# resv_sched_pip0_flat

**config.mk**
```make
export PLATFORM = sky130hd
export DESIGN_NAME = resv_sched_pip0_flat
export DESIGN_NICKNAME = d
export VERILOG_FILES = /design/src/rtl/resv_sched_pip0_pkg.sv /design/src/rtl/resv_sched_pip0_if.sv /design/src/rtl/resv_sched_pip0_oldest_pick.sv /design/src/rtl/resv_sched_pip0.sv /design/src/flat_wrapper.sv
export SDC_FILE = /design/constraint.sdc
export NUM_CORES = 1
export LEC_CHECK = 0
export CAP_MARGIN = 20
export CORE_MARGIN = 3
export CORE_UTILIZATION = 34
export CTS_BUF_LIST = sky130_fd_sc_hd__clkbuf_16
export DETAILED_ROUTE_END_ITERATION = 8
export HOLD_SLACK_MARGIN = 0.03
export PLACE_DENSITY_LB_ADDON = 0.12
export SLEW_MARGIN = 20
export SYNTH_ARGS = -nofsm -noshare
export SYNTH_HDL_FRONTEND = slang
export SYNTH_SLANG_ARGS = --single-unit
```
**constraint.sdc**
```tcl
create_clock -name clk -period 5.71 [get_ports clk]
set_input_delay 1.4275 -clock clk [delete_from_list [all_inputs] [get_ports clk]]
set_output_delay 1.4275 -clock clk [all_outputs]
set_load 0.01 [all_outputs]
```
**src/rtl/resv_sched_pip0_pkg.sv**
```systemverilog
// Shared sizing, idle code and FSM state type for the reservation-station scheduler.
package resv_sched_pkg;

    localparam int N_CELL  = 8;
    localparam int W_ident = 4;
    localparam logic [W_ident-1:0] UNUSED_CD = {W_ident{1'b1}};

    typedef enum logic {S_RUN, S_FLUSH} state_t;

endpackage

```
**src/rtl/resv_sched_pip0_if.sv**
```systemverilog
// Decoder, cell-array and pipe signals of the scheduler. The scheduler uses the
// slave modport; the surrounding datapath or a testbench uses master.
interface resv_sched_pip0_if;
    import resv_sched_pkg::*;

    logic                        flush;
    logic                        dec_valid;
    logic                        dec_ready;
    logic [N_CELL*W_ident-1:0]   candit0_bus;
    logic [N_CELL*W_ident-1:0]   candit1_bus;
    logic                        ex0_ready;
    logic                        ex1_ready;
    logic                        iss0_valid;
    logic                        iss1_valid;
    logic [W_ident-1:0]          iss_addr;
    logic [W_ident-1:0]          addr_insert;
    logic [W_ident-1:0]          addr_shift;
    logic                        cell_clear;
    logic [W_ident-1:0]          count;

    modport master (
        output flush, dec_valid, candit0_bus, candit1_bus, ex0_ready, ex1_ready,
        input  dec_ready, iss0_valid, iss1_valid, iss_addr, addr_insert,
               addr_shift, cell_clear, count
    );

    modport slave (
        input  flush, dec_valid, candit0_bus, candit1_bus, ex0_ready, ex1_ready,
        output dec_ready, iss0_valid, iss1_valid, iss_addr, addr_insert,
               addr_shift, cell_clear, count
    );

endinterface

```
**src/rtl/resv_sched_pip0_oldest_pick.sv**
```systemverilog
// Combinational lowest-index encoder: the oldest valid cell wins.
module resv_oldest_pick
    import resv_sched_pkg::*;
(
    input  logic [N_CELL-1:0]  valid_i,
    output logic               found_o,
    output logic [W_ident-1:0] idx_o
);

    // Scanning from the top down lets the lowest set bit overwrite any higher one.
    always_comb begin
        found_o = 1'b0;
        idx_o   = UNUSED_CD;
        for (int k = N_CELL - 1; k >= 0; k--) begin
            if (valid_i[k]) begin
                found_o = 1'b1;
                idx_o   = W_ident'(k);
            end
        end
    end

endmodule

```
**src/rtl/resv_sched_pip0.sv**
```systemverilog
// Scheduler for one 8-cell collapsing reservation station: occupancy, insert/shift
// addressing, single-issue arbitration onto two pipes, flush. RESV_SCHED_RR_EN enables pipe round-robin.
module resv_sched_pip0
    import resv_sched_pkg::*;
(
    input  logic               clk,
    input  logic               clear,
    resv_sched_pip0_if.slave   rs
);

    state_t             state_q, state_d;
    logic [W_ident-1:0] count_q, count_d;

    logic [N_CELL-1:0]  elig0, elig1;
    logic               found0, found1;
    logic [W_ident-1:0] idx0, idx1;
    logic               runOk;
    logic               grant0, grant1, issuing;
    logic               inserting;
    logic               decReady;

`ifdef RESV_SCHED_RR_EN
    logic prio_q, prio_d;
`endif

    // A cell is a candidate only if it reports its own index and lies below the occupancy mark.
    always_comb begin
        elig0 = '0;
        elig1 = '0;
        for (int k = 0; k < N_CELL; k++) begin
            elig0[k] = rs.ex0_ready && (W_ident'(k) < count_q)
                       && (rs.candit0_bus[k*W_ident +: W_ident] == W_ident'(k));
            elig1[k] = rs.ex1_ready && (W_ident'(k) < count_q)
                       && (rs.candit1_bus[k*W_ident +: W_ident] == W_ident'(k));
        end
    end

    resv_oldest_pick u_pick0 (.valid_i(elig0), .found_o(found0), .idx_o(idx0));
    resv_oldest_pick u_pick1 (.valid_i(elig1), .found_o(found1), .idx_o(idx1));

    always_comb begin
        runOk  = !clear && (state_q == S_RUN) && !rs.flush;
        grant0 = 1'b0;
        grant1 = 1'b0;
        if (runOk) begin
            if (found0 && found1) begin
`ifdef RESV_SCHED_RR_EN
                grant0 = !prio_q;
`else
                grant0 = (idx0 <= idx1);
`endif
                grant1 = !grant0;
            end else begin
                grant0 = found0;
                grant1 = found1;
            end
        end
        issuing   = grant0 || grant1;
        decReady  = runOk && ((count_q < W_ident'(N_CELL)) || issuing);
        inserting = rs.dec_valid && decReady;
    end

    always_ff @(posedge clk) begin
        if (clear) begin
            state_q <= S_RUN;
            count_q <= '0;
`ifdef RESV_SCHED_RR_EN
            prio_q  <= 1'b0;
`endif
        end else begin
            state_q <= state_d;
            count_q <= count_d;
`ifdef RESV_SCHED_RR_EN
            prio_q  <= prio_d;
`endif
        end
    end

    // Insert and issue never over/underflow: insert needs room or a leaving cell, issue needs a valid cell.
    always_comb begin
        state_d = state_q;
        count_d = count_q;
        case (state_q)
            S_RUN: begin
                if (rs.flush) begin
                    state_d = S_FLUSH;
                    count_d = '0;
                end else begin
                    count_d = count_q + W_ident'(inserting) - W_ident'(issuing);
                end
            end
            S_FLUSH: begin
                count_d = '0;
                if (!rs.flush) state_d = S_RUN;
            end
            default: state_d = S_RUN;
        endcase
`ifdef RESV_SCHED_RR_EN
        prio_d = prio_q ^ (issuing && found0 && found1);
`endif
    end

    // With a simultaneous issue the cells above the issued one collapse, so the insert slot moves down by one.
    always_comb begin
        rs.iss0_valid  = grant0;
        rs.iss1_valid  = grant1;
        rs.iss_addr    = grant0 ? idx0 : (grant1 ? idx1 : UNUSED_CD);
        rs.addr_shift  = grant0 ? idx0 : (grant1 ? idx1 : UNUSED_CD);
        rs.dec_ready   = decReady;
        rs.addr_insert = UNUSED_CD;
        if (inserting) begin
            rs.addr_insert = issuing ? (count_q - W_ident'(1)) : count_q;
        end
        rs.cell_clear  = clear || (state_q == S_FLUSH) || rs.flush;
        rs.count       = count_q;
    end

endmodule

```
**src/flat_wrapper.sv**
```systemverilog
// flat-port wrapper written by rule: the top's interface ports become plain ports
module resv_sched_pip0_flat import resv_sched_pkg::*;
  (clk, clear, rs_flush, rs_dec_valid, rs_candit0_bus, rs_candit1_bus, rs_ex0_ready, rs_ex1_ready, rs_dec_ready, rs_iss0_valid, rs_iss1_valid, rs_iss_addr, rs_addr_insert, rs_addr_shift, rs_cell_clear, rs_count);
  resv_sched_pip0_if rs_i ();
  input  logic clk;
  input  logic clear;
  input wire logic [$bits(rs_i.flush)-1:0] rs_flush;
  input wire logic [$bits(rs_i.dec_valid)-1:0] rs_dec_valid;
  input wire logic [$bits(rs_i.candit0_bus)-1:0] rs_candit0_bus;
  input wire logic [$bits(rs_i.candit1_bus)-1:0] rs_candit1_bus;
  input wire logic [$bits(rs_i.ex0_ready)-1:0] rs_ex0_ready;
  input wire logic [$bits(rs_i.ex1_ready)-1:0] rs_ex1_ready;
  output wire logic [$bits(rs_i.dec_ready)-1:0] rs_dec_ready;
  output wire logic [$bits(rs_i.iss0_valid)-1:0] rs_iss0_valid;
  output wire logic [$bits(rs_i.iss1_valid)-1:0] rs_iss1_valid;
  output wire logic [$bits(rs_i.iss_addr)-1:0] rs_iss_addr;
  output wire logic [$bits(rs_i.addr_insert)-1:0] rs_addr_insert;
  output wire logic [$bits(rs_i.addr_shift)-1:0] rs_addr_shift;
  output wire logic [$bits(rs_i.cell_clear)-1:0] rs_cell_clear;
  output wire logic [$bits(rs_i.count)-1:0] rs_count;
  assign rs_i.flush = rs_flush;
  assign rs_i.dec_valid = rs_dec_valid;
  assign rs_i.candit0_bus = rs_candit0_bus;
  assign rs_i.candit1_bus = rs_candit1_bus;
  assign rs_i.ex0_ready = rs_ex0_ready;
  assign rs_i.ex1_ready = rs_ex1_ready;
  assign rs_dec_ready = rs_i.dec_ready;
  assign rs_iss0_valid = rs_i.iss0_valid;
  assign rs_iss1_valid = rs_i.iss1_valid;
  assign rs_iss_addr = rs_i.iss_addr;
  assign rs_addr_insert = rs_i.addr_insert;
  assign rs_addr_shift = rs_i.addr_shift;
  assign rs_cell_clear = rs_i.cell_clear;
  assign rs_count = rs_i.count;
  resv_sched_pip0 u_core (.clk(clk), .clear(clear), .rs(rs_i));
endmodule
```
# bcd_scan_display

File: config.mk
export PLATFORM = sky130hd
export DESIGN_NAME = bcd_scan_display
export DESIGN_NICKNAME = d
export VERILOG_FILES = /design/src/rtl/bcd_disp_pkg.sv /design/src/rtl/seg7_decode.sv /design/src/rtl/bcd_scan_display.sv
export SDC_FILE = /design/constraint.sdc
export NUM_CORES = 1
export LEC_CHECK = 0
export ABC_AREA = 1
export CAP_MARGIN = 15
export CORE_ASPECT_RATIO = 1.25
export CORE_UTILIZATION = 30
export CTS_BUF_LIST = sky130_fd_sc_hd__clkbuf_4 sky130_fd_sc_hd__clkbuf_8 sky130_fd_sc_hd__clkbuf_16
export DETAILED_ROUTE_END_ITERATION = 8
export SYNTH_ARGS = -nofsm -noshare
export SYNTH_HDL_FRONTEND = slang
export SYNTH_SLANG_ARGS = --single-unit
File: constraint.sdc
create_clock -name clk -period 1.9 [get_ports clk]
set_input_delay 0.38 -clock clk [delete_from_list [all_inputs] [get_ports clk]]
set_output_delay 0.38 -clock clk [all_outputs]
set_load 0.03 [all_outputs]
File: src/rtl/bcd_disp_pkg.sv
// rtl/bcd_disp_pkg.sv - shared types, constants and digit map for the BCD scan display
package bcd_disp_pkg;

  typedef enum logic [1:0] {
    ST_RST  = 2'd0,
    ST_LOAD = 2'd1,
    ST_SCAN = 2'd2,
    ST_GAP  = 2'd3
  } state_t;

  localparam logic [6:0] SEG_BLANK = 7'h7F;
  localparam logic [6:0] SEG_DASH  = 7'h3F;
  localparam logic [7:0] AN_OFF    = 8'hFF;
  localparam logic [2:0] IDX_LAST  = 3'd7;

  // Which snapshot feeds a scan position, and which digit of it.
  typedef enum logic [1:0] {
    SRC_L    = 2'd0,
    SRC_T    = 2'd1,
    SRC_NONE = 2'd2
  } src_t;

  localparam logic [1:0] DIG_ONES = 2'd0;
  localparam logic [1:0] DIG_TENS = 2'd1;
  localparam logic [1:0] DIG_HUND = 2'd2;

  typedef struct packed {
    logic hund;
    logic tens;
  } lz_mask_t;

  function automatic src_t pos_src(input logic [2:0] idx);
    src_t s;
    case (idx)
      3'd0, 3'd1, 3'd2: s = SRC_L;
      3'd4, 3'd5, 3'd6: s = SRC_T;
      default:          s = SRC_NONE;
    endcase
    return s;
  endfunction

  function automatic logic [1:0] pos_digit(input logic [2:0] idx);
    return idx[1:0];
  endfunction

  // A non-decimal nibble is not zero, so it stops blanking to its right.
  function automatic lz_mask_t lz_mask(input logic [11:0] v, input logic en);
    lz_mask_t m;
    m.hund = en && (v[11:8] == 4'h0);
    m.tens = en && (v[11:4] == 8'h00);
    return m;
  endfunction

endpackage

File: src/rtl/seg7_decode.sv
// rtl/seg7_decode.sv - BCD nibble to active-low 7-segment pattern {g,f,e,d,c,b,a}
module seg7_decode
  import bcd_disp_pkg::*;
(
  input  logic [3:0] nibble,
  input  logic       blank,
  output logic [6:0] seg
);

  always_comb begin
    seg = SEG_DASH;
    if (blank) begin
      seg = SEG_BLANK;
    end else begin
      case (nibble)
        4'd0:    seg = 7'h40;
        4'd1:    seg = 7'h79;
        4'd2:    seg = 7'h24;
        4'd3:    seg = 7'h30;
        4'd4:    seg = 7'h19;
        4'd5:    seg = 7'h12;
        4'd6:    seg = 7'h02;
        4'd7:    seg = 7'h78;
        4'd8:    seg = 7'h00;
        4'd9:    seg = 7'h10;
        default: seg = SEG_DASH;
      endcase
    end
  end

endmodule

File: src/rtl/bcd_scan_display.sv
// rtl/bcd_scan_display.sv - frame-snapshotted 8-digit multiplexed display of two 3-digit BCD values
module bcd_scan_display
  import bcd_disp_pkg::*;
#(
  parameter int REFRESH_DIV = 50000,
  parameter int GAP_CYC     = 64,
  parameter int CNT_W       = 17
) (
  input  logic        clk,
  input  logic        rst,
  input  logic [11:0] DT,
  input  logic [11:0] DL,
  input  logic        blank_en,
  output logic [6:0]  seg,
  output logic [7:0]  an,
  output logic        frame_tick
);

  localparam logic [CNT_W-1:0] DWELL_LAST = CNT_W'(REFRESH_DIV - 1);
  localparam logic [CNT_W-1:0] GAP_LAST   = CNT_W'(GAP_CYC - 1);

  state_t           r_state;
  state_t           w_state_nxt;
  logic [2:0]       r_idx;
  logic [2:0]       w_idx_nxt;
  logic [CNT_W-1:0] r_cnt;
  logic [CNT_W-1:0] w_cnt_nxt;
  logic             w_load;
  logic             w_tick_nxt;

  logic [11:0]      r_snap_t;
  logic [11:0]      r_snap_l;
  lz_mask_t         r_mask_t;
  lz_mask_t         r_mask_l;

  src_t             w_src;
  logic [1:0]       w_dsel;
  logic [11:0]      w_val;
  lz_mask_t         w_mask;
  logic [3:0]       w_nibble;
  logic             w_blank;
  logic [6:0]       w_seg;
  logic [7:0]       w_an_nxt;

  always_ff @(posedge clk or posedge rst) begin
    if (rst) begin
      r_state <= ST_RST;
      r_idx   <= 3'd0;
      r_cnt   <= '0;
    end else begin
      r_state <= w_state_nxt;
      r_idx   <= w_idx_nxt;
      r_cnt   <= w_cnt_nxt;
    end
  end

  always_comb begin
    w_state_nxt = r_state;
    w_idx_nxt   = r_idx;
    w_cnt_nxt   = r_cnt;
    w_load      = 1'b0;
    w_tick_nxt  = 1'b0;
    case (r_state)
      ST_RST: begin
        w_state_nxt = ST_LOAD;
      end
      ST_LOAD: begin
        w_load      = 1'b1;
        w_idx_nxt   = 3'd0;
        w_cnt_nxt   = '0;
        w_state_nxt = ST_SCAN;
      end
      ST_SCAN: begin
        if (r_cnt == DWELL_LAST) begin
          w_cnt_nxt   = '0;
          w_state_nxt = ST_GAP;
        end else begin
          w_cnt_nxt = r_cnt + CNT_W'(1);
        end
      end
      ST_GAP: begin
        if (r_cnt == GAP_LAST) begin
          w_cnt_nxt = '0;
          if (r_idx == IDX_LAST) begin
            w_tick_nxt  = 1'b1;
            w_state_nxt = ST_LOAD;
          end else begin
            w_idx_nxt   = r_idx + 3'd1;
            w_state_nxt = ST_SCAN;
          end
        end else begin
          w_cnt_nxt = r_cnt + CNT_W'(1);
        end
      end
      default: begin
        w_state_nxt = ST_RST;
      end
    endcase
  end

  // Snapshot and blanking masks are frozen for the whole frame so a
  // half-updated upstream value never reaches the display.
  always_ff @(posedge clk or posedge rst) begin
    if (rst) begin
      r_snap_t <= 12'h000;
      r_snap_l <= 12'h000;
      r_mask_t <= '0;
      r_mask_l <= '0;
    end else if (w_load) begin
      r_snap_t <= DT;
      r_snap_l <= DL;
      r_mask_t <= lz_mask(DT, blank_en);
      r_mask_l <= lz_mask(DL, blank_en);
    end
  end

  always_comb begin
    w_src    = pos_src(r_idx);
    w_dsel   = pos_digit(r_idx);
    w_val    = r_snap_l;
    w_mask   = r_mask_l;
    w_nibble = 4'h0;
    if (w_src == SRC_T) begin
      w_val  = r_snap_t;
      w_mask = r_mask_t;
    end
    case (w_dsel)
      DIG_ONES: w_nibble = w_val[3:0];
      DIG_TENS: w_nibble = w_val[7:4];
      default:  w_nibble = w_val[11:8];
    endcase
    w_blank = (r_state != ST_SCAN) ||
              (w_src == SRC_NONE) ||
              ((w_dsel == DIG_HUND) && w_mask.hund) ||
              ((w_dsel == DIG_TENS) && w_mask.tens);
    w_an_nxt = w_blank ? AN_OFF : ~(8'h01 << r_idx);
  end

  seg7_decode u_decode (
    .nibble (w_nibble),
    .blank  (w_blank),
    .seg    (w_seg)
  );

  // Registered outputs keep the anode/segment pins glitch-free.
  always_ff @(posedge clk or posedge rst) begin
    if (rst) begin
      an         <= AN_OFF;
      seg        <= SEG_BLANK;
      frame_tick <= 1'b0;
    end else begin
      an         <= w_an_nxt;
      seg        <= w_seg;
      frame_tick <= w_tick_nxt;
    end
  end

endmodule
# mc_controller_flat

==> src/rtl/mc_pkg.sv <==
// Shared encodings for the multicycle controller: states, opcodes, ALU codes.
// Latency: n/a (constants only).
// Backpressure: n/a.
package mc_pkg;

    typedef enum logic [3:0] {
        S_FETCH   = 4'd0,
        S_DECODE  = 4'd1,
        S_MEMADR  = 4'd2,
        S_MEMRD   = 4'd3,
        S_MEMWB   = 4'd4,
        S_MEMWR   = 4'd5,
        S_EXECUTE = 4'd6,
        S_ALUWB   = 4'd7,
        S_BRANCH  = 4'd8,
        S_ADDIEX  = 4'd9,
        S_ADDIWB  = 4'd10,
        S_JUMP    = 4'd11
    } state_t;

    localparam logic [5:0] OP_RTYPE = 6'b000000;
    localparam logic [5:0] OP_LW    = 6'b100011;
    localparam logic [5:0] OP_SW    = 6'b101011;
    localparam logic [5:0] OP_BEQ   = 6'b000100;
    localparam logic [5:0] OP_ADDI  = 6'b001000;
    localparam logic [5:0] OP_J     = 6'b000010;

    localparam logic [1:0] ALUOP_ADD   = 2'b00;
    localparam logic [1:0] ALUOP_SUB   = 2'b01;
    localparam logic [1:0] ALUOP_FUNCT = 2'b10;

    localparam logic [2:0] ALUCTL_AND = 3'b000;
    localparam logic [2:0] ALUCTL_OR  = 3'b001;
    localparam logic [2:0] ALUCTL_ADD = 3'b010;
    localparam logic [2:0] ALUCTL_SUB = 3'b110;
    localparam logic [2:0] ALUCTL_SLT = 3'b111;

    localparam logic [5:0] FUNCT_ADD = 6'b100000;
    localparam logic [5:0] FUNCT_SUB = 6'b100010;
    localparam logic [5:0] FUNCT_AND = 6'b100100;
    localparam logic [5:0] FUNCT_OR  = 6'b100101;
    localparam logic [5:0] FUNCT_SLT = 6'b101010;

endpackage

==> src/rtl/mc_if.sv <==
// Bundle between controller and datapath: instruction fields in, control strobes out.
// Latency: n/a (wiring only).
// Backpressure: none; controls are level signals valid every cycle.
interface mc_if;
    logic [5:0] op;
    logic [5:0] funct;
    logic       zero;
    logic       pcen;
    logic       memwrite;
    logic       irwrite;
    logic       regwrite;
    logic       alusrca;
    logic [1:0] alusrcb;
    logic       iord;
    logic       memtoreg;
    logic       regdst;
    logic [1:0] pcsrc;
    logic [2:0] alucontrol;
    logic [3:0] state;

    // Datapath side: supplies instruction fields and zero flag, consumes controls.
    modport master (
        output op, funct, zero,
        input  pcen, memwrite, irwrite, regwrite, alusrca, alusrcb, iord,
               memtoreg, regdst, pcsrc, alucontrol, state
    );

    // Controller side.
    modport slave (
        input  op, funct, zero,
        output pcen, memwrite, irwrite, regwrite, alusrca, alusrcb, iord,
               memtoreg, regdst, pcsrc, alucontrol, state
    );
endinterface

==> src/rtl/mc_aludec.sv <==
// ALU operation decoder: maps the FSM's aluop class plus funct to an ALU code.
// Latency: purely combinational.
// Backpressure: none.
module aludec
    import mc_pkg::*;
(
    input  logic [1:0] i_aluop,
    input  logic [5:0] i_funct,
    output logic [2:0] o_alucontrol
);

    // Fixed add/sub for address and branch work; funct only matters for R-type.
    always_comb begin
        o_alucontrol = ALUCTL_ADD;
        case (i_aluop)
            ALUOP_SUB:   o_alucontrol = ALUCTL_SUB;
            ALUOP_FUNCT: begin
                case (i_funct)
                    FUNCT_SUB: o_alucontrol = ALUCTL_SUB;
                    FUNCT_AND: o_alucontrol = ALUCTL_AND;
                    FUNCT_OR:  o_alucontrol = ALUCTL_OR;
                    FUNCT_SLT: o_alucontrol = ALUCTL_SLT;
                    default:   o_alucontrol = ALUCTL_ADD;
                endcase
            end
            default:     o_alucontrol = ALUCTL_ADD;
        endcase
    end

endmodule

==> src/rtl/mc_controller.sv <==
// Multicycle MIPS-subset controller: Moore FSM sequencing fetch/decode/execute steps.
// Latency: 2-5 cycles per instruction depending on opcode; pcen/alucontrol combinational.
// Backpressure: none; advances one state per clock, reset forces FETCH synchronously.
module mc_controller
    import mc_pkg::*;
(
    input  logic    clk,
    input  logic    reset,
    mc_if.slave     bus
);

    state_t     r_state;
    state_t     w_next;
    logic       w_pcwrite;
    logic       w_branch;
    logic [1:0] w_aluop;

    // State register; reset is sampled only on the clock edge.
    always_ff @(posedge clk) begin
        if (reset) r_state <= S_FETCH;
        else       r_state <= w_next;
    end

    // Next-state and Moore outputs; anything not set in a state stays 0.
    always_comb begin
        w_next       = S_FETCH;
        w_pcwrite    = 1'b0;
        w_branch     = 1'b0;
        w_aluop      = ALUOP_ADD;
        bus.memwrite = 1'b0;
        bus.irwrite  = 1'b0;
        bus.regwrite = 1'b0;
        bus.alusrca  = 1'b0;
        bus.alusrcb  = 2'b00;
        bus.iord     = 1'b0;
        bus.memtoreg = 1'b0;
        bus.regdst   = 1'b0;
        bus.pcsrc    = 2'b00;
        case (r_state)
            S_FETCH: begin
                bus.irwrite = 1'b1;
                w_pcwrite   = 1'b1;
                bus.alusrcb = 2'b01;
                w_next      = S_DECODE;
            end
            S_DECODE: begin
                bus.alusrcb = 2'b11;
                case (bus.op)
                    OP_LW, OP_SW: w_next = S_MEMADR;
                    OP_RTYPE:     w_next = S_EXECUTE;
                    OP_BEQ:       w_next = S_BRANCH;
                    OP_ADDI:      w_next = S_ADDIEX;
                    OP_J:         w_next = S_JUMP;
                    default:      w_next = S_FETCH;
                endcase
            end
            S_MEMADR: begin
                bus.alusrca = 1'b1;
                bus.alusrcb = 2'b10;
                w_next      = (bus.op == OP_SW) ? S_MEMWR : S_MEMRD;
            end
            S_MEMRD: begin
                bus.iord = 1'b1;
                w_next   = S_MEMWB;
            end
            S_MEMWB: begin
                bus.memtoreg = 1'b1;
                bus.regwrite = 1'b1;
            end
            S_MEMWR: begin
                bus.iord     = 1'b1;
                bus.memwrite = 1'b1;
            end
            S_EXECUTE: begin
                bus.alusrca = 1'b1;
                w_aluop     = ALUOP_FUNCT;
                w_next      = S_ALUWB;
            end
            S_ALUWB: begin
                bus.regdst   = 1'b1;
                bus.regwrite = 1'b1;
            end
            S_BRANCH: begin
                bus.alusrca = 1'b1;
                w_aluop     = ALUOP_SUB;
                bus.pcsrc   = 2'b01;
                w_branch    = 1'b1;
            end
            S_ADDIEX: begin
                bus.alusrca = 1'b1;
                bus.alusrcb = 2'b10;
                w_next      = S_ADDIWB;
            end
            S_ADDIWB: begin
                bus.regwrite = 1'b1;
            end
            S_JUMP: begin
                bus.pcsrc = 2'b10;
                w_pcwrite = 1'b1;
            end
            default: w_next = S_FETCH;
        endcase
    end

    // Branch-taken needs the same-cycle zero flag, so pcen is not purely Moore.
    assign bus.pcen  = w_pcwrite | (w_branch & bus.zero);
    assign bus.state = r_state;

    aludec u_aludec (
        .i_aluop      (w_aluop),
        .i_funct      (bus.funct),
        .o_alucontrol (bus.alucontrol)
    );

endmodule
==> src/flat_wrapper.sv <==
// flat-port wrapper written by rule: the top's interface ports become plain ports
module mc_controller_flat import mc_pkg::*;
  (clk, reset, bus_op, bus_funct, bus_zero, bus_pcen, bus_memwrite, bus_irwrite, bus_regwrite, bus_alusrca, bus_alusrcb, bus_iord, bus_memtoreg, bus_regdst, bus_pcsrc, bus_alucontrol, bus_state);
  mc_if bus_i ();
  input  logic clk;
  input  logic reset;
  input wire logic [$bits(bus_i.op)-1:0] bus_op;
  input wire logic [$bits(bus_i.funct)-1:0] bus_funct;
  input wire logic [$bits(bus_i.zero)-1:0] bus_zero;
  output wire logic [$bits(bus_i.pcen)-1:0] bus_pcen;
  output wire logic [$bits(bus_i.memwrite)-1:0] bus_memwrite;
  output wire logic [$bits(bus_i.irwrite)-1:0] bus_irwrite;
  output wire logic [$bits(bus_i.regwrite)-1:0] bus_regwrite;
  output wire logic [$bits(bus_i.alusrca)-1:0] bus_alusrca;
  output wire logic [$bits(bus_i.alusrcb)-1:0] bus_alusrcb;
  output wire logic [$bits(bus_i.iord)-1:0] bus_iord;
  output wire logic [$bits(bus_i.memtoreg)-1:0] bus_memtoreg;
  output wire logic [$bits(bus_i.regdst)-1:0] bus_regdst;
  output wire logic [$bits(bus_i.pcsrc)-1:0] bus_pcsrc;
  output wire logic [$bits(bus_i.alucontrol)-1:0] bus_alucontrol;
  output wire logic [$bits(bus_i.state)-1:0] bus_state;
  assign bus_i.op = bus_op;
  assign bus_i.funct = bus_funct;
  assign bus_i.zero = bus_zero;
  assign bus_pcen = bus_i.pcen;
  assign bus_memwrite = bus_i.memwrite;
  assign bus_irwrite = bus_i.irwrite;
  assign bus_regwrite = bus_i.regwrite;
  assign bus_alusrca = bus_i.alusrca;
  assign bus_alusrcb = bus_i.alusrcb;
  assign bus_iord = bus_i.iord;
  assign bus_memtoreg = bus_i.memtoreg;
  assign bus_regdst = bus_i.regdst;
  assign bus_pcsrc = bus_i.pcsrc;
  assign bus_alucontrol = bus_i.alucontrol;
  assign bus_state = bus_i.state;
  mc_controller u_core (.clk(clk), .reset(reset), .bus(bus_i));
endmodule
==> config.mk <==
export PLATFORM = sky130hd
export DESIGN_NAME = mc_controller_flat
export DESIGN_NICKNAME = d
export VERILOG_FILES = /design/src/rtl/mc_pkg.sv /design/src/rtl/mc_if.sv /design/src/rtl/mc_aludec.sv /design/src/rtl/mc_controller.sv /design/src/flat_wrapper.sv
export SDC_FILE = /design/constraint.sdc
export NUM_CORES = 1
export LEC_CHECK = 0
export CORE_UTILIZATION = 39
export DETAILED_ROUTE_END_ITERATION = 8
export GPL_TIMING_DRIVEN = 0
export PLACE_DENSITY = 0.95
export SYNTH_ARGS = -nofsm -noshare
export SYNTH_HDL_FRONTEND = slang
export SYNTH_SLANG_ARGS = --single-unit
==> constraint.sdc <==
create_clock -name clk -period 5.1 [get_ports clk]
set_input_delay 1.53 -clock clk [delete_from_list [all_inputs] [get_ports clk]]
set_output_delay 1.53 -clock clk [all_outputs]
set_load 0.05 [all_outputs]
# qvga_fb_arbiter

`src/rtl/qvga_fb_arbiter.sv`:
```
// Single-port QVGA frame-buffer arbiter: display reads have strict priority over FIFO-queued camera writes.
// Define QVGA_ARB_STALL_CNT_EN to build the saturating write-stall counter; otherwise stall_cnt is tied to 0.
module qvga_fb_arbiter #(
    parameter int ADDR_W     = 17,
    parameter int DATA_W     = 12,
    parameter int FIFO_DEPTH = 8
) (
    input  logic                          clk,
    input  logic                          reset,
    input  logic                          rd_req,
    input  logic [ADDR_W-1:0]             rd_addr,
    output logic                          rd_valid,
    output logic [DATA_W-1:0]             rd_data,
    input  logic                          wr_req,
    input  logic [ADDR_W-1:0]             wr_addr,
    input  logic [DATA_W-1:0]             wr_data,
    output logic                          wr_ready,
    output logic                          mem_en,
    output logic                          mem_we,
    output logic [ADDR_W-1:0]             mem_addr,
    output logic [DATA_W-1:0]             mem_wdata,
    input  logic [DATA_W-1:0]             mem_rdata,
    output logic [$clog2(FIFO_DEPTH):0]   fifo_level,
    output logic [15:0]                   stall_cnt
);
    localparam int PTR_W = $clog2(FIFO_DEPTH);
    localparam int LVL_W = PTR_W + 1;
    localparam longint unsigned FB_PIXELS = 76800;

    typedef enum logic [1:0] {IDLE = 2'd0, RD = 2'd1, WR = 2'd2} gnt_t;

    function automatic logic in_frame(input logic [ADDR_W-1:0] a);
        return 64'(a) < FB_PIXELS;
    endfunction

    gnt_t              gnt, gnt_nxt;
    logic [ADDR_W-1:0] fifo_addr [FIFO_DEPTH];
    logic [DATA_W-1:0] fifo_data [FIFO_DEPTH];
    logic [PTR_W-1:0]  wr_ptr, rd_ptr;
    logic [ADDR_W-1:0] head_addr;
    logic [DATA_W-1:0] head_data;
    logic              push, pop;
    logic              en_nxt, we_nxt;
    logic [ADDR_W-1:0] addr_nxt;
    logic [DATA_W-1:0] wdata_nxt;
    logic              vld_p1, rd_hit_p1;

    assign wr_ready  = (fifo_level != LVL_W'(FIFO_DEPTH));
    assign push      = wr_req && wr_ready;
    assign pop       = (gnt_nxt == WR);
    assign head_addr = fifo_addr[rd_ptr];
    assign head_data = fifo_data[rd_ptr];

    // Write FIFO control; pointers wrap naturally because the depth is a power of two
    always_ff @(posedge clk or posedge reset) begin
        if (reset) begin
            wr_ptr     <= '0;
            rd_ptr     <= '0;
            fifo_level <= '0;
        end else begin
            if (push) wr_ptr <= wr_ptr + PTR_W'(1);
            if (pop)  rd_ptr <= rd_ptr + PTR_W'(1);
            case ({push, pop})
                2'b10:   fifo_level <= fifo_level + LVL_W'(1);
                2'b01:   fifo_level <= fifo_level - LVL_W'(1);
                default: fifo_level <= fifo_level;
            endcase
        end
    end

    always_ff @(posedge clk) begin
        if (push) begin
            fifo_addr[wr_ptr] <= wr_addr;
            fifo_data[wr_ptr] <= wr_data;
        end
    end

    always_comb begin
        gnt_nxt = IDLE;
        if (rd_req)
            gnt_nxt = RD;
        else if (fifo_level != '0)
            gnt_nxt = WR;
    end

    // Off-frame accesses keep their grant slot but never reach the memory
    always_comb begin
        en_nxt    = 1'b0;
        we_nxt    = 1'b0;
        addr_nxt  = '0;
        wdata_nxt = '0;
        case (gnt_nxt)
            RD: begin
                if (in_frame(rd_addr)) begin
                    en_nxt   = 1'b1;
                    addr_nxt = rd_addr;
                end
            end
            WR: begin
                if (in_frame(head_addr)) begin
                    en_nxt    = 1'b1;
                    we_nxt    = 1'b1;
                    addr_nxt  = head_addr;
                    wdata_nxt = head_data;
                end
            end
            default: ;
        endcase
    end

    // Command stage (p0) and read-return stage (p1)
    always_ff @(posedge clk or posedge reset) begin
        if (reset) begin
            gnt       <= IDLE;
            mem_en    <= 1'b0;
            mem_we    <= 1'b0;
            mem_addr  <= '0;
            mem_wdata <= '0;
            vld_p1    <= 1'b0;
            rd_hit_p1 <= 1'b0;
        end else begin
            gnt       <= gnt_nxt;
            mem_en    <= en_nxt;
            mem_we    <= we_nxt;
            mem_addr  <= addr_nxt;
            mem_wdata <= wdata_nxt;
            vld_p1    <= (gnt == RD);
            rd_hit_p1 <= (gnt == RD) && mem_en;
        end
    end

    assign rd_valid = vld_p1;
    assign rd_data  = (vld_p1 && rd_hit_p1) ? mem_rdata : '0;

`ifdef QVGA_ARB_STALL_CNT_EN
    function automatic logic [15:0] sat_inc16(input logic [15:0] v);
        return (v == 16'hFFFF) ? v : v + 16'd1;
    endfunction

    always_ff @(posedge clk or posedge reset) begin
        if (reset)
            stall_cnt <= '0;
        else if (wr_req && !wr_ready)
            stall_cnt <= sat_inc16(stall_cnt);
    end
`else
    assign stall_cnt = '0;
`endif

endmodule

```
`config.mk`:
```
export PLATFORM = sky130hd
export DESIGN_NAME = qvga_fb_arbiter
export DESIGN_NICKNAME = d
export VERILOG_FILES = /design/src/rtl/qvga_fb_arbiter.sv
export SDC_FILE = /design/constraint.sdc
export NUM_CORES = 1
export LEC_CHECK = 0
export CORE_UTILIZATION = 45
export CTS_BUF_LIST = sky130_fd_sc_hd__clkbuf_4
export CTS_CLUSTER_SIZE = 16
export DETAILED_ROUTE_END_ITERATION = 10
export PLACE_DENSITY = 0.69
export SETUP_SLACK_MARGIN = 0.05
export SLEW_MARGIN = 20
export SYNTH_ARGS = -nofsm -noshare
export SYNTH_HDL_FRONTEND = slang
export SYNTH_SLANG_ARGS = --single-unit
```
`constraint.sdc`:
```
create_clock -name clk -period 3.4 [get_ports clk]
set_input_delay 0.34 -clock clk [delete_from_list [all_inputs] [get_ports clk]]
set_output_delay 0.34 -clock clk [all_outputs]
set_load 0.01 [all_outputs]
```
bcd_scan_display/clock_wires.png
Scale bar: 20 um.
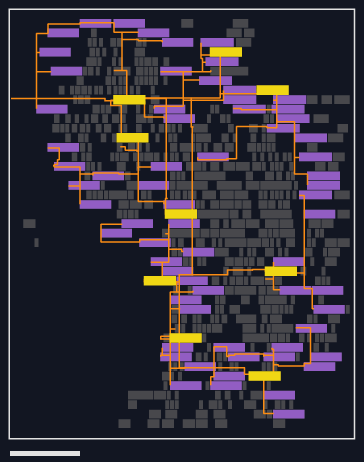
- purple: flip-flops (count 66)
- orange: clock wires (length 905 um)
- yellow: clock-net drivers (count 9)
- routed clock nets: 10

==> GITHUB_STEP_SUMMARY, bcd_scan_display <==
## Implementation flow summary

| Metric | Value |
|---|---|
| Top-level I/O count | `between 40 and 50` |
| CP max stage delay | `about 420 ps` |
| Adder Share, Synth | `between 3 and 4%` |
| Max IR drop VDD | `roughly 0.4 mV` |
| Row count | `roughly 43` |
| Clk latency late pin | `between 300 and 400 ps` |
| Max Fanout on Critical Path | `5` |
| Signal buf overhead | `between 15 and 20%` |
| PnR worst setup slack | `-19.7 ps` |
| Int Pwr | `2770 uW` |
| Flop count | `roughly 66` |
| Final Hold Viols | `0` |
| Final setup viols | `3` |
| Final min period | `about 1900 ps` |
| Root Driver | `clkbuf_16` |
| Setup crit end kind | `flop` |
| Status | `finished, violations left` |
| Mux share | `0%` |
| Main logic family | `simple AND/OR/NAND/NOR gates` |
| # DRC | `6` |
| Sequential Power | `1470 uW` |
| Met2 wire len | `approximately 4.6 mm` |
| Failing checks | `design-rule violations, negative setup slack` |
| Clock power frac | `about half` |
| Met3 WL | `339 um` |
| Chip height | `about 120 um` |
| Power Clock | `1780 uW` |
| Logic pwr share | `under 10%` |
| Mapped Avg Cell Area | `approximately 8 um^2` |
| Worst path arrival time | `between 2000 and 2500 ps` |
| WP data required | `2170 ps` |
| Layout cells sized above 1 | `22.7%` |
| IO buf count | `~42` |
[bcd_scan_display: routing by layer]
metal  GRT usage, %  vias up
met5              0        -
met4           7.01        0
met3           3.90       21
met2           29.1       77
met1           16.5     1484
li1               -     1540
[bcd_scan_display: how the worst max path moves through the flow]
stage,end,from,depth (start not counted)
2_1_floorplan,seg[3],r_idx[0],16
3_3_place_gp,seg[3],r_idx[0],14
3_5_place_dp,seg[3],r_idx[0],14
4_1_cts,seg[4],r_idx[0],15
5_1_grt,seg[3],r_idx[1],14
6_report,seg[3],r_idx[1],14
[bcd_scan_display: state kept, by name, indices dropped and copies added (netlist names)]
name	flops
seg	7
an	8
r_cnt	17
r_snap_t	12
r_mask_l	2
r_idx	3
r_state	2
r_snap_l	12
frame_tick	1
r_mask_t	2
[bcd_scan_display: through the flow]
stage | hold WS, ps | instances | worst slack [ps] | area, um^2 | TNS (ps)
final | 481 | 655 | -19.7 | 4840 | -29.0
after global routing | 518 | 655 | -120 | 4840 | -604
after CTS | 486 | 649 | -20.5 | 4630 | -35.0
after detailed placement | 472 | 630 | -149 | 4240 | -663
after global placement | 473 | 630 | -82.1 | 4240 | -202
after floorplan | 442 | 435 | -96.0 | 3490 | -96.0
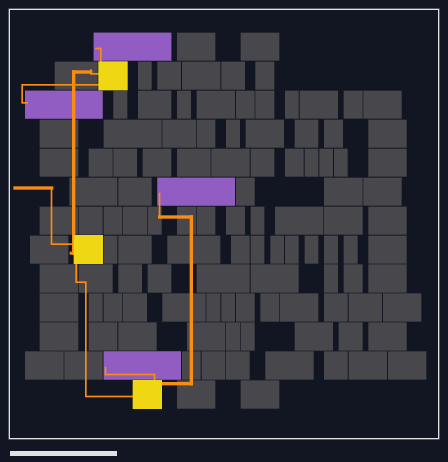
mc_controller_flat/clock_wires.png
Scale bar: 10 um.
- orange: clock wires (length 97.1 um)
- yellow: clock-net drivers (count 3)
- purple: flip-flops (count 4)
- routed clock nets: 4

==> GITHUB_STEP_SUMMARY, mc_controller_flat <==
## Implementation flow summary

| Metric | Value |
|---|---|
| Tool warnings | `28` |
| Status | `finished, final reports clean` |
| DIE WIDTH | `approximately 40 um` |
| Final Power | `about 130 uW` |
| Final Hold Slack | `574 ps` |
| Power Clock | `43.0 uW` |
| Via count | `approximately 730` |
| GPL Wtd Cong | `~0.84` |
| Global Route Usage Sum | `around 25%` |
| Setup crit end kind | `output port` |
| Sequential Power | `34.3 uW` |
| Cells on Worst Hold Path | `2` |
| Final Max Slew Viols | `0` |
| Starting DRT DRC Count | `8` |
| Clk sinks | `4` |
| Power Density | `between 100 and 150 nW/um^2` |
| Init Core Util | `42.6%` |
| Root Driver | `clkbuf_4` |
| Hpwl dp | `about 1.3 mm` |
| Logic pwr share | `approximately 41%` |
| Grt ovf | `0` |
| Top-level I/O count | `34` |
| Clock power frac | `~33%` |
| Aoi share | `between 20% and 30%` |
| Leak pwr | `roughly 0.00034 uW` |
| First-pass GRT wire length | `between 2 and 3 mm` |
| Main logic family | `simple AND/OR/NAND/NOR gates` |
| Yosys warns | `0` |
| Row count | `13` |
| Yosys xor share | `under 10%` |
| Syn Nets | `roughly 99` |
| Count leader, synth | `nor2_1` |
| PnR worst setup slack | `approximately 130 ps` |
| Max_slew headroom | `about two thirds` |
| Chip height | `40.2 um` |
| Chip area in the Yosys report | `roughly 570 um^2` |
| Max layer used | `met4` |
| Critical Path Sink | `bus_alucontrol[0]` |
| Crit start category | `input port` |
| Crit-path cells | `clkdlybuf4s50_1 > nand2b_1 > nor4b_1 > a32o_1 > clkdlybuf4s50_1` |
==> mc_controller_flat: layer usage <==
layer	vias to the layer above	track usage (%)
met4	0	15.5
met2	34	43.1
met5	-	0
met3	6	9.44
met1	320	24.3
li1	366	-
==> mc_controller_flat: layout by cell type (no fill, tap or decap), types with 2 or more instances in the layout <==
cell,count
nor3_1,6
nand3_1,3
clkbuf_1,2
a21oi_1,4
dfxtp_1,4
nor2_1,15
xor2_1,3
nand2b_1,5
and3_1,2
clkbuf_4,3
ha_1,3
nand2_1,2
clkdlybuf4s50_1,33
nor4_1,2
o21ai_0,3
buf_2,2
a31oi_1,3
inv_1,4
nand2b_4,2
==> mc_controller_flat: stage by stage <==
stage / std cells / instance area (um^2)
2_1_floorplan: 81 / 568
3_3_place_gp: 129 / 917
3_5_place_dp: 129 / 917
4_1_cts: 132 / 940
5_1_grt: 132 / 940
6_report: 132 / 940
==> mc_controller_flat: cell type report <==
cell class | instances | area [um^2]
Fill cell | 113 | 394
Multi-Input combinational cell | 68 | 444
Tap cell | 15 | 18.8
Timing Repair Buffer | 33 | 330
Buffer | 5 | 28.8
Inverter | 4 | 15.0
Clock buffer | 3 | 22.5
Sequential cell | 4 | 80.1
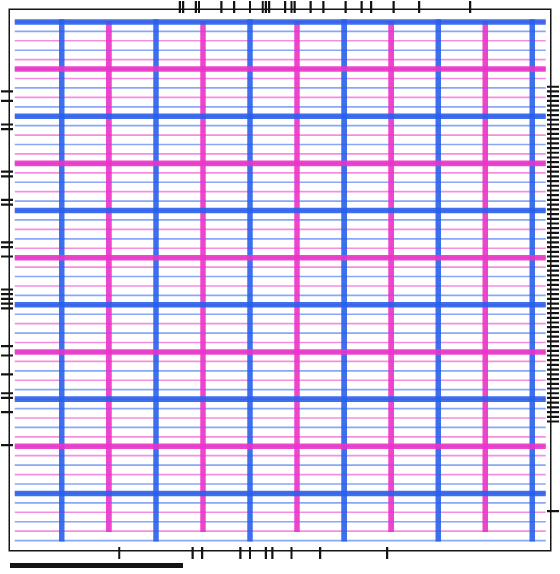
qvga_fb_arbiter/floorplan.png
Scale bar: 50 um. Pins as bars on the die edge.
- blue: VSS
- magenta: VDD
- signal pins: 127
- met5 straps: 11

==> GITHUB_STEP_SUMMARY, qvga_fb_arbiter <==
## Implementation flow summary

| Metric | Value |
|---|---|
| Status | `finished, final reports clean` |
| GPL Wtd Cong | `between 0.8 and 0.9` |
| FF+latch count, synth | `between 200 and 300` |
| Mux share | `roughly 15%` |
| Count leader, synth | `edfxtp_1` |
| Post-route insts no fill | `1069` |
| Post-synth EDFFs | `232` |
| Aoi share | `1.95%` |
| Top cells, area | `edfxtp_1 (65%), mux4_2 (12%), dfrtp_1 (11%)` |
| Top-area cell share | `65.5%` |
| Register area share after synthesis | `76.1%` |
| Starting DRT DRC Count | `around 360` |
| Most common reg cell | `edfxtp_1` |
| Drt first pass iters | `5` |
| Clock Network Area Fraction | `7.31%` |
| Setup crit end kind | `flop` |
| Switching share of power | `29.3%` |
| Int Pwr | `roughly 7600 uW` |
qvga_fb_arbiter: layout by cell type, fill, tap and decap left out, drive strengths merged, types with 6 or more instances in the layout:
cell type,count
mux2i,24
inv,6
clkinv,15
clkdlybuf4s50,110
mux4,58
edfxtp,232
nor2,19
nand2,19
mux2,8
buf,21
conb,16
dfrtp,45
o21ai,11
and3,12
clkbuf,112
qvga_fb_arbiter: critical path: stages (launching register included):
cell      delay, ps
dfrtp_4         530
buf_4           460
mux4_2          550
mux2_2          310
a21oi_1         250
o211ai_4        120
buf_4           210
o21ai_0         210
qvga_fb_arbiter: routing by layer:
layer | vias up | share of wire [%] | track usage, %
li1 | 2451 | - | -
met1 | 2826 | 43 | 25.5
met2 | 229 | 48 | 29.7
met3 | 39 | 7.1 | 5.53
met4 | 0 | 2.0 | 6.82
met5 | - | 0 | 0
qvga_fb_arbiter: worst paths after layout:
check	endpoint	slack [ps]	cells after the start
max	mem_addr[7]	680	7
min	mem_wdata[3]	140	2
max reg2reg	mem_addr[7]	680	7
min reg2reg	rd_valid	410	1
max in group asynchronous	mem_addr[5]	2490	3
min in group clk	mem_addr[4]	250	3
resv_sched_pip0_flat/floorplan.png
Scale bar: 20 um. Pins as bars on the die edge.
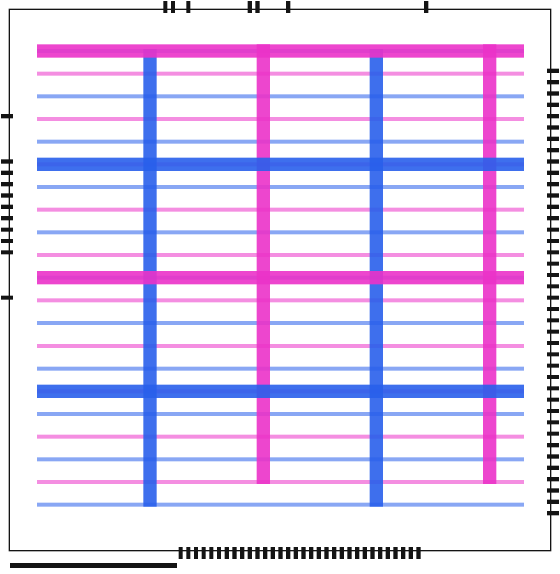
- magenta: VDD
- blue: VSS
- signal pins: 90
- met1 rails: 21
- rows: 20

==> GITHUB_STEP_SUMMARY, resv_sched_pip0_flat <==
## Implementation flow summary

| Metric | Value |
|---|---|
| Status | `finished, violations left` |
| Count leader, synth | `nand2_1` |
| Root Driver | `clkbuf_16` |
| Post-synth EDFFs | `0` |
| Multi-In Gates | `136` |
| Post-route insts no fill | `around 340` |
| WP data required | `roughly 4300 ps` |
| Cell mode on critical path | `a21oi_2` |
| Chip area in the Yosys report | `1170 um^2` |
| PnR worst setup slack | `-136 ps` |
| Layout net count | `approximately 390` |
| CTS buffer count | `3` |
| Row count | `20` |
| Critical path type | `in2out` |
| Chip height | `around 65 um` |
| Largest net degree at the start of global routing | `11` |
| Final setup viols | `11` |
| Cell area after synthesis | `approximately 1200 um^2` |
| Pre-CTS WS | `-495 ps` |
| Clock power frac | `~50%` |
| Met2 wire len | `between 3 and 4 mm` |
| Failing checks | `negative setup slack` |
[resv_sched_pip0_flat: power groups by stage]
stage / clock, uW / combinational [uW] / sequential (uW)
final: 115 / 85.3 / 36.1
after global routing: 120 / 89.0 / 36.1
after CTS: 118 / 74.7 / 36.0
after detailed placement: 0 / 73.0 / 36.5
after global placement: 0 / 71.7 / 36.5
after floorplan: 0 / 14.1 / 36.5
[resv_sched_pip0_flat: kinds of logic (layout without fill, tap and decap cells)]
family	Yosys count	count (layout)	synth area share, %
DFF	5	5	8.53
muxes	1	1	0.853
adders and majority gates	19	19	20.9
and+or+nand+nor	77	77	38.8
AOI/OAI and AO/OA	38	38	22.5
xor gates and xnor gates	1	1	0.746
buffers and inverters	20	154	7.68
[resv_sched_pip0_flat: registers in the layout (all words and copies together) (netlist names)]
signal,cells
u_core.state_q,1
u_core.rs.count,4
[resv_sched_pip0_flat: worst paths after layout]
check	startpoint	endpoint	slack, ps	cells after the start
worst max-delay path	rs_candit0_bus[17]	rs_addr_shift[1]	-140	15
worst min-delay path	u_core.rs.count[1]	u_core.rs.count[1]	730	2
worst max register to register	u_core.rs.count[3]	u_core.rs.count[2]	1540	18
worst min register to register	u_core.rs.count[1]	u_core.rs.count[1]	730	2

## Gallery

Placement view.
image #1
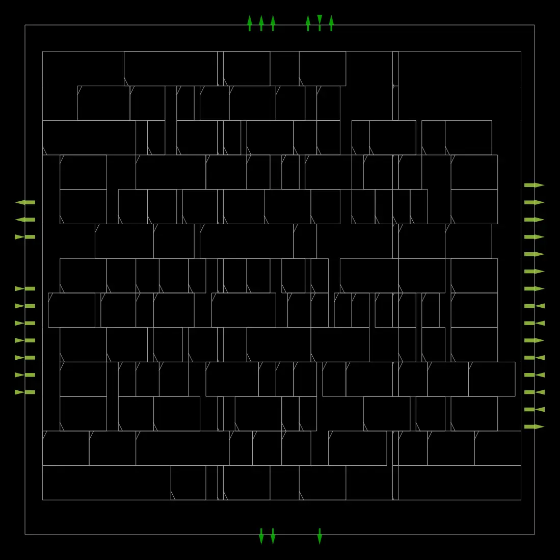
image #2
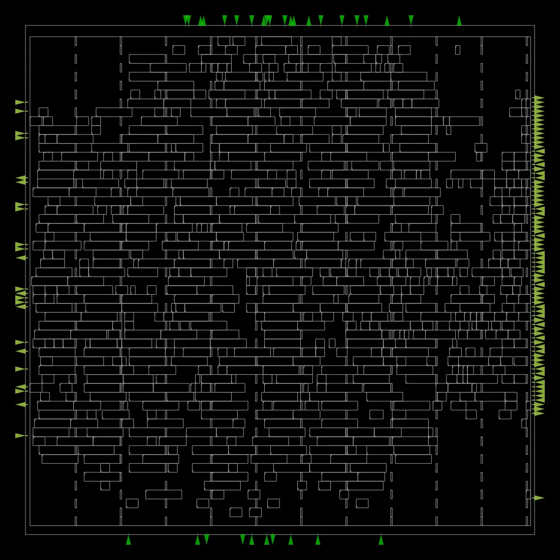
image #3
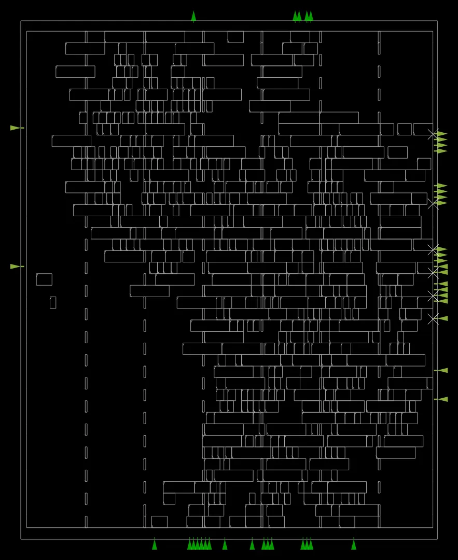
image #4
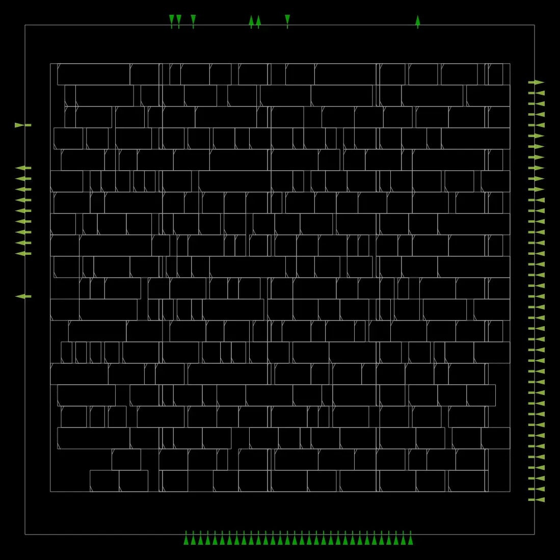
| picture | from |
|---|---|
| image #2 | qvga_fb_arbiter |
| image #3 | bcd_scan_display |
| image #1 | mc_controller_flat |
| image #4 | resv_sched_pip0_flat |



## Gallery

Metal layers overlaid.
Two of the layers only.
shot_01.png
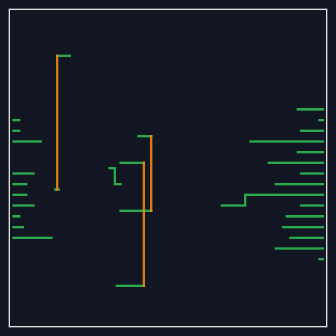
shot_02.png
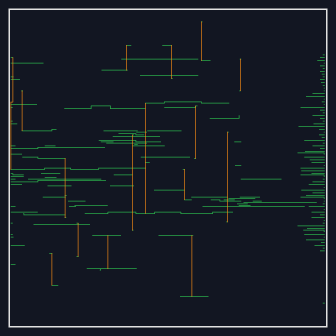
shot_03.png
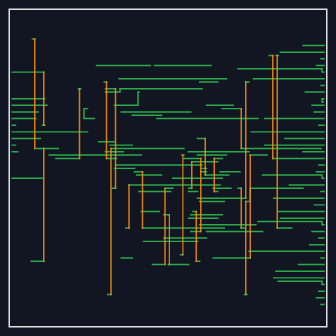
shot_04.png
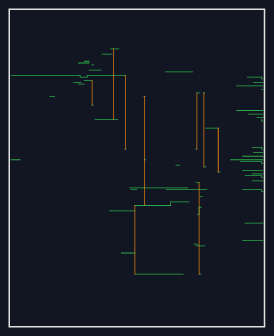
The one with the most wire is shot_02.png.
The one with the least wire is shot_01.png.
shot_04.png: bcd_scan_display
shot_02.png: qvga_fb_arbiter
shot_03.png: resv_sched_pip0_flat
shot_01.png: mc_controller_flat

Power figures rest on the tool's default switching activity, not on a simulated workload.
